# ---- design 1 ----
File: config.mk
export PLATFORM = sky130hd
export DESIGN_NAME = truth_table_sweeper
export DESIGN_NICKNAME = d
export VERILOG_FILES = /design/src/rtl/truth_table_sweeper.sv
export SDC_FILE = /design/constraint.sdc
export NUM_CORES = 1
export LEC_CHECK = 0
export CAP_MARGIN = 30
export CORE_MARGIN = 4
export CORE_UTILIZATION = 40
export DETAILED_ROUTE_END_ITERATION = 7
export MAX_ROUTING_LAYER = met4
export PLACE_DENSITY = 0.58
export SLEW_MARGIN = 10
export SYNTH_ARGS = -nofsm -noshare
export SYNTH_HDL_FRONTEND = slang
export SYNTH_SLANG_ARGS = --single-unit
File: constraint.sdc
create_clock -name clk -period 5.3 [get_ports clk]
set_clock_uncertainty 0.15 [all_clocks]
set_input_delay 1.06 -clock clk [delete_from_list [all_inputs] [get_ports clk]]
set_output_delay 1.06 -clock clk [all_outputs]
set_load 0.01 [all_outputs]
File: src/rtl/truth_table_sweeper.sv
// Walks the 8 input rows of a 3-input truth-table gate, samples its response per row
// and publishes the assembled hex code, per-row stability flags and a match verdict.
module truth_table_sweeper #(
    parameter int unsigned SETTLE_CYCLES = 4,
    parameter int unsigned SAMPLES       = 2
) (
    input  logic       clk,
    input  logic       rst,
    input  logic       start,
    input  logic [7:0] expected_code,
    input  logic       probe_out,
    output logic       probe_in1,
    output logic       probe_in2,
    output logic       probe_in3,
    output logic       busy,
    output logic       done,
    output logic [7:0] code,
    output logic [7:0] unstable,
    output logic       match
);

    typedef enum logic [1:0] {
        IDLE,
        SETTLE,
        SAMPLE,
        PUBLISH
    } state_t;

    localparam logic [7:0] SETTLE_LAST = 8'(SETTLE_CYCLES - 1);
    localparam logic [3:0] SAMPLE_LAST = 4'(SAMPLES - 1);

    state_t     state_q;
    logic [2:0] row_q;
    logic [7:0] settle_cnt_q;
    logic [3:0] samp_cnt_q;
    logic [7:0] exp_q;
    logic [7:0] shadow_code_q;
    logic [7:0] shadow_unst_q;
    logic       ref_q;
    logic [2:0] probe_q;
    logic       busy_q;
    logic       done_q;
    logic [7:0] code_q;
    logic [7:0] unst_q;
    logic       match_q;

    // Row k lands in code bit 7-k, which for a 3-bit index is simply ~k.
    logic [2:0] code_idx;
    assign code_idx = ~row_q;

    always_ff @(posedge clk or posedge rst) begin
        if (rst) begin
            state_q       <= IDLE;
            row_q         <= 3'd0;
            settle_cnt_q  <= 8'd0;
            samp_cnt_q    <= 4'd0;
            exp_q         <= 8'd0;
            shadow_code_q <= 8'd0;
            shadow_unst_q <= 8'd0;
            ref_q         <= 1'b0;
            probe_q       <= 3'd0;
            busy_q        <= 1'b0;
            done_q        <= 1'b0;
            code_q        <= 8'd0;
            unst_q        <= 8'd0;
            match_q       <= 1'b0;
        end else begin
            done_q <= 1'b0;
            case (state_q)
                IDLE: begin
                    if (start) begin
                        exp_q         <= expected_code;
                        shadow_code_q <= 8'd0;
                        shadow_unst_q <= 8'd0;
                        row_q         <= 3'd0;
                        settle_cnt_q  <= 8'd0;
                        samp_cnt_q    <= 4'd0;
                        probe_q       <= 3'd0;
                        busy_q        <= 1'b1;
                        state_q       <= SETTLE;
                    end
                end

                SETTLE: begin
                    if (settle_cnt_q == SETTLE_LAST) begin
                        settle_cnt_q <= 8'd0;
                        samp_cnt_q   <= 4'd0;
                        state_q      <= SAMPLE;
                    end else begin
                        settle_cnt_q <= settle_cnt_q + 8'd1;
                    end
                end

                SAMPLE: begin
                    // The first sample of a row is the reference the later ones must agree with.
                    if (samp_cnt_q == 4'd0) begin
                        ref_q <= probe_out;
                    end else if (probe_out != ref_q) begin
                        shadow_unst_q[code_idx] <= 1'b1;
                    end

                    if (samp_cnt_q == SAMPLE_LAST) begin
                        shadow_code_q[code_idx] <= probe_out;
                        samp_cnt_q              <= 4'd0;
                        if (row_q == 3'd7) begin
                            probe_q <= 3'd0;
                            busy_q  <= 1'b0;
                            state_q <= PUBLISH;
                        end else begin
                            row_q   <= row_q + 3'd1;
                            probe_q <= row_q + 3'd1;
                            state_q <= SETTLE;
                        end
                    end else begin
                        samp_cnt_q <= samp_cnt_q + 4'd1;
                    end
                end

                PUBLISH: begin
                    code_q  <= shadow_code_q;
                    unst_q  <= shadow_unst_q;
                    match_q <= (shadow_code_q == exp_q) && (shadow_unst_q == 8'd0);
                    done_q  <= 1'b1;
                    state_q <= IDLE;
                end

                default: begin
                    state_q <= IDLE;
                end
            endcase
        end
    end

    assign probe_in1 = probe_q[2];
    assign probe_in2 = probe_q[1];
    assign probe_in3 = probe_q[0];
    assign busy      = busy_q;
    assign done      = done_q;
    assign code      = code_q;
    assign unstable  = unst_q;
    assign match     = match_q;

endmodule

# ---- design 2 ----
File: config.mk
export PLATFORM = sky130hd
export DESIGN_NAME = mips_mem_dump_ctrl
export DESIGN_NICKNAME = d
export VERILOG_FILES = /design/src/rtl/mips_mem_dump_ctrl.sv
export SDC_FILE = /design/constraint.sdc
export NUM_CORES = 1
export LEC_CHECK = 0
export CORE_MARGIN = 4
export CORE_UTILIZATION = 32
export DETAILED_ROUTE_END_ITERATION = 10
export PLACE_DENSITY = 0.78
export SYNTH_ARGS = -nofsm -noshare
export SYNTH_HDL_FRONTEND = slang
export SYNTH_SLANG_ARGS = --single-unit
File: constraint.sdc
create_clock -name mips_cpu_clk -period 1.5 [get_ports mips_cpu_clk]
set_input_delay 0.225 -clock mips_cpu_clk [delete_from_list [all_inputs] [get_ports mips_cpu_clk]]
set_output_delay 0.225 -clock mips_cpu_clk [all_outputs]
set_load 0.1 [all_outputs]
File: src/rtl/mips_mem_dump_ctrl.sv
// BRAM port owner shared by the MIPS CPU and the memory-dump streamer.
// A halt store or dump_start stalls the CPU and streams every BRAM word out.
module mips_mem_dump_ctrl #(
    parameter int          ADDR_W    = 12,
    parameter int          DEPTH     = 4096,
    parameter logic [31:0] HALT_ADDR = 32'h0000000C
) (
    input  logic              mips_cpu_clk,
    input  logic              mips_cpu_reset,
    input  logic [31:0]       cpu_mem_addr,
    input  logic [31:0]       cpu_mem_wdata,
    input  logic              cpu_mem_write,
    input  logic              cpu_mem_read,
    output logic [31:0]       cpu_mem_rdata,
    output logic              cpu_stall,
    input  logic              dump_start,
    output logic              bram_en,
    output logic              bram_we,
    output logic [ADDR_W-1:0] bram_addr,
    output logic [31:0]       bram_wdata,
    input  logic [31:0]       bram_rdata,
    output logic              dump_valid,
    input  logic              dump_ready,
    output logic [ADDR_W-1:0] dump_addr,
    output logic [31:0]       dump_data,
    output logic              dump_last,
    output logic              dump_done
);
    typedef enum logic [2:0] {
        S_IDLE = 3'd0,
        S_RD   = 3'd1,
        S_CAP  = 3'd2,
        S_SEND = 3'd3,
        S_DONE = 3'd4
    } state_t;

    localparam logic [ADDR_W-1:0] LAST_PTR = ADDR_W'(DEPTH - 1);

    state_t            state_q, state_d;
    logic [ADDR_W-1:0] ptr_q, ptr_d;
    logic              armed_q, armed_d;
    logic              stall_q, stall_d;
    logic              valid_q, valid_d;
    logic [ADDR_W-1:0] addr_q, addr_d;
    logic [31:0]       data_q, data_d;
    logic              last_q, last_d;
    logic              done_q, done_d;
    logic              trigger_s;

    // The halt store only counts while armed; dump_start is ANDed with IDLE below.
    assign trigger_s = (armed_q & cpu_mem_write & (cpu_mem_addr == HALT_ADDR) &
                        (cpu_mem_wdata == 32'h0000_0000)) | dump_start;

    // State and output registers with synchronous reset.
    always_ff @(posedge mips_cpu_clk) begin
        if (mips_cpu_reset) begin
            state_q <= S_IDLE;
            ptr_q   <= '0;
            armed_q <= 1'b1;
            stall_q <= 1'b0;
            valid_q <= 1'b0;
            addr_q  <= '0;
            data_q  <= 32'h0000_0000;
            last_q  <= 1'b0;
            done_q  <= 1'b0;
        end else begin
            state_q <= state_d;
            ptr_q   <= ptr_d;
            armed_q <= armed_d;
            stall_q <= stall_d;
            valid_q <= valid_d;
            addr_q  <= addr_d;
            data_q  <= data_d;
            last_q  <= last_d;
            done_q  <= done_d;
        end
    end

    // Next-state logic for the dump sequencer.
    always_comb begin
        state_d = state_q;
        ptr_d   = ptr_q;
        armed_d = armed_q;
        stall_d = stall_q;
        valid_d = valid_q;
        addr_d  = addr_q;
        data_d  = data_q;
        last_d  = last_q;
        done_d  = done_q;
        case (state_q)
            S_IDLE: begin
                if (trigger_s) begin
                    state_d = S_RD;
                    stall_d = 1'b1;
                    armed_d = 1'b0;
                end else begin
                    state_d = S_IDLE;
                end
            end
            S_RD: begin
                state_d = S_CAP;
            end
            S_CAP: begin
                data_d  = bram_rdata;
                addr_d  = ptr_q;
                last_d  = (ptr_q == LAST_PTR);
                valid_d = 1'b1;
                state_d = S_SEND;
            end
            S_SEND: begin
                if (dump_ready) begin
                    valid_d = 1'b0;
                    if (ptr_q == LAST_PTR) begin
                        state_d = S_DONE;
                        done_d  = 1'b1;
                    end else begin
                        ptr_d   = ptr_q + {{(ADDR_W-1){1'b0}}, 1'b1};
                        state_d = S_RD;
                    end
                end else begin
                    state_d = S_SEND;
                end
            end
            S_DONE: begin
                stall_d = 1'b1;
            end
            default: begin
                state_d = S_IDLE;
            end
        endcase
    end

    // BRAM port mux: CPU passthrough in IDLE, sequencer pointer otherwise.
    always_comb begin
        bram_en    = 1'b0;
        bram_we    = 1'b0;
        bram_addr  = ptr_q;
        bram_wdata = 32'h0000_0000;
        if (state_q == S_IDLE) begin
            bram_en    = cpu_mem_read | cpu_mem_write;
            bram_we    = cpu_mem_write;
            bram_addr  = cpu_mem_addr[ADDR_W+1:2];
            bram_wdata = cpu_mem_wdata;
        end else begin
            bram_en = (state_q == S_RD);
        end
    end

    assign cpu_mem_rdata = bram_rdata;
    assign cpu_stall     = stall_q;
    assign dump_valid    = valid_q;
    assign dump_addr     = addr_q;
    assign dump_data     = data_q;
    assign dump_last     = last_q;
    assign dump_done     = done_q;

endmodule

Design 2, cells coloured by class:
Bar = 20 µm. Fill, decap, tap and diode cells in grey.
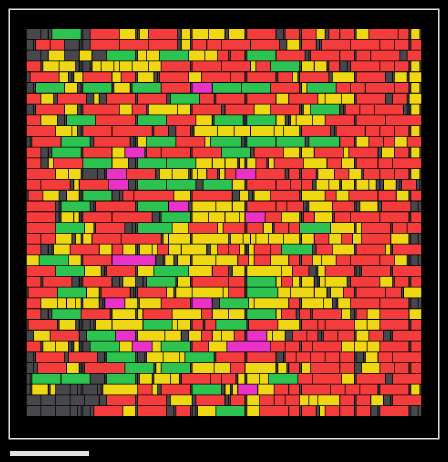
Key: other buffers and delay cells = red [cells 315]; clock drivers and dummy loads = magenta [cells 15]; all other logic = yellow [cells 284]; flip-flops = green [cells 64]
Seq area share: 14.59%
Design Area, Final: 0.008892 mm²
# rows: 36
CORE AREA: 0.009774 mm²

==> reports/summary.txt, design 2 <==
Met1 wire length = 8145 µm
Combinational Power = 5470 µW
Failing checks = setup timing
Wire length on met3 = 2859 µm
Status = finished, violations left
Final wirelength = 24,990 µm
FF-to-FF Start = state_q[1]$_SDFFE_PP0N_
Ys flop type = dfxtp_1
GR peak layer = met2
Initial antenna violation count = 3
DP Area = 0.007122 mm²
Area fraction in mux cells = 3.866%
Grt ovf = 0
Setup tns final = -40.40 ns
Top-count cell post-synth = nand2_1
Leak Pwr = 0.003797 µW
CP arrival = 2.56 ns
Final WS setup = -0.7972 ns
Max-cap viol count = 0
Simple share = 31.59%
Die Y = 108.1 µm
# setup viols final = 109
Worst-path fanout max = 2
==> design 2: what timing repair did <==
item                                    in CTS  in global routing
gates resized                              122                151
buffers inserted                            19                  9
pin swaps                                   43                101
endpoints found under the setup margin      78                109
gates cloned                                 8                  5
==> design 2: state kept, by name (all words and copies together) (netlist names), 3 cells and up <==
name,count
state_q,3
dump_data,32
ptr_q,12
dump_addr,12
==> design 2: worst max-delay path, stage by stage <==
cell	delay, ns
clkdlybuf4s50_1	0.49
nor4_2	0.68
nand4_1	0.36
nor4_2	0.41
nand3_1	0.24
o21ai_2	0.16
==> design 2: placed cells by master, fill, tap and decap left out, types with 8 or more instances in the layout <==
| cell type | count |
|---|---|
| buf_4 | 50 |
| buf_12 | 133 |
| clkbuf_8 | 13 |
| nand2_1 | 27 |
| nor4_2 | 8 |
| a21oi_2 | 48 |
| clkdlybuf4s50_1 | 98 |
| and2_4 | 34 |
| nand2_2 | 22 |
| nand2_4 | 49 |
| dfxtp_1 | 55 |
| nor2_1 | 16 |
| nor4_1 | 9 |
| buf_6 | 16 |
| mux2_4 | 11 |
| buf_16 | 8 |
Design 1, the metal 1 layer:
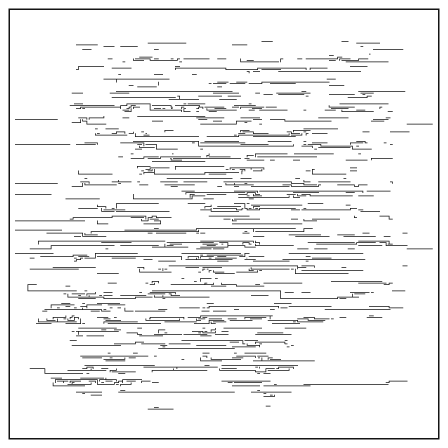
The wires run mostly horizontal. The layer carries 3,200 µm of wire.
final wirelength: 6292 µm
Vias: 2,157
met1 usage: 22.76%

Design 1, metal layers overlaid:
Bar = 20 µm.
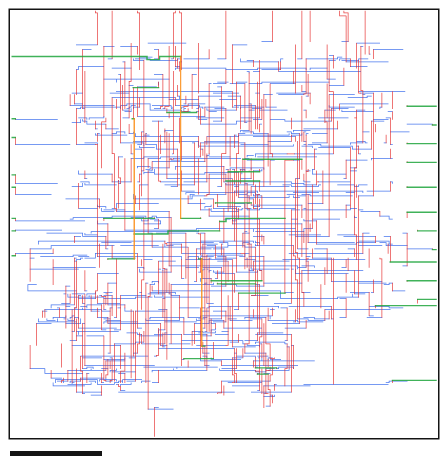
Key: met3 = green [wire length 270 µm]; met4 = orange [wire length 85.0 µm]; met1 = blue [wire length 3,200 µm]; met2 = red [wire length 2,740 µm]
WL/cell: 15.05 µm
total track usage: 16.15%

==> reports/summary.txt, design 1 <==
Status = complete, no violations
Post-synthesis chip area from yosys = 0.002920 mm²
Finished Core Util = 50.34%
R2R depth = 4
Comb power frac = 30.0%
EDFF count, synth = 0
Mapped Avg Cell Area = 10.25 µm²
CTS Sinks = 64
First-pass GRT wire length = 10,580 µm
Inserted Clock Buffers = 9
FF-to-FF Start = state_q[0]$_DFFE_PP0P_
Top pwr grp = registers
Internal power = 940.4 µW
Grt ovf = 0
Area leader, netlist = dfrtp_1
GR peak layer = met1
P_sw = 528.4 µW
Top cells, area = dfrtp_1, nand2_1, mux2_2
Met1 wire length = 3196 µm
Leak Pwr = 0.001612 µW
Ant. Diodes = 0
Slew Limit Headroom = 35.46%
design 1: how the worst max path moves through the flow:
stage	from	slack (ns)	to	depth (start not counted)
2_1_floorplan	rst	2.49	busy$_DFFE_PP0P_	1
3_3_place_gp	start	2.22	shadow_code_q[7]$_DFFE_PP0P_	5
3_5_place_dp	start	2.15	shadow_code_q[7]$_DFFE_PP0P_	5
4_1_cts	start	2.51	shadow_code_q[7]$_DFFE_PP0P_	5
5_1_grt	start	2.40	probe_q[2]$_DFFE_PP0P_	4
6_report	start	2.51	shadow_code_q[7]$_DFFE_PP0P_	5
design 1: per-stage QoR:
step                      std cells  setup slack (ns)  cell area (µm²)
after floorplan                 285             2.492             2920
after detailed placement        402             2.155             3323
final                           418             2.507             3496
after global placement          402             2.225             3323
after global routing            418             2.400             3496
after CTS                       418             2.510             3496
design 1: area by class of cell:
type / count / area (µm²) / area share (%)
Sequential cell: 64 / 1602 / 45.81
Multi-Input combinational cell: 198 / 1226 / 35.08
Timing Repair Buffer: 34 / 337.8 / 9.664
Clock buffer: 9 / 123.9 / 3.543
Tap cell: 96 / 120.1 / 3.436
Clock inverter: 7 / 48.80 / 1.396
Inverter: 10 / 37.54 / 1.074

## Gallery

Selected gate families.
Bar = 20 µm.
shot_01.png
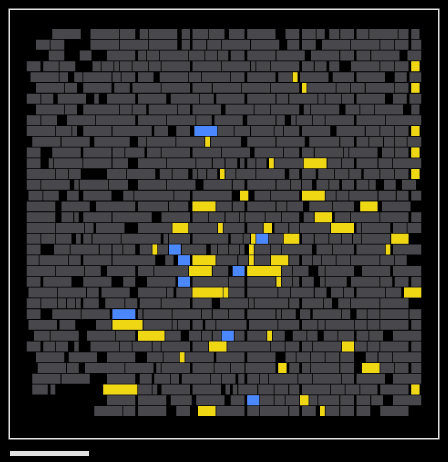
shot_02.png
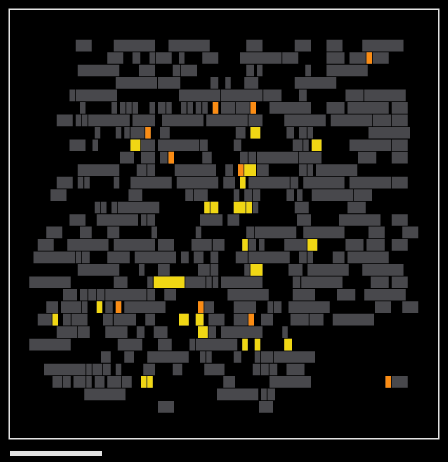
shot_02.png is design 1.
shot_01.png is design 2.
The one with the most cells is shot_01.png.

Key to shot_02.png:
Key: NOR gates = yellow [cells 23, most used nor2_1]; inverters = orange [cells 10, most used inv_1]



==> gallery <==
Cell outlines without signal wires.
image #1
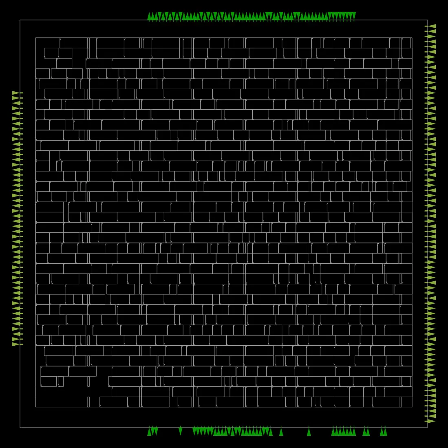
image #2
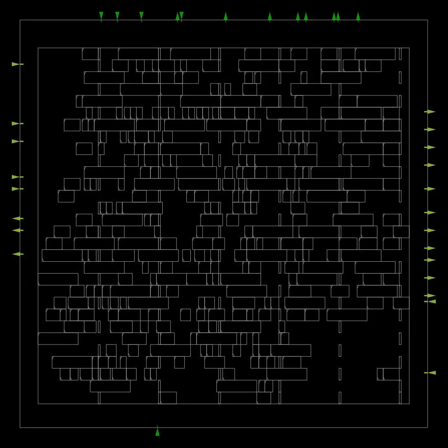
The one with the highest utilization is image #1.
Image #2 comes from design 1.
Image #1 comes from design 2.

No activity file was given, so power comes from the tool's default toggle rates.
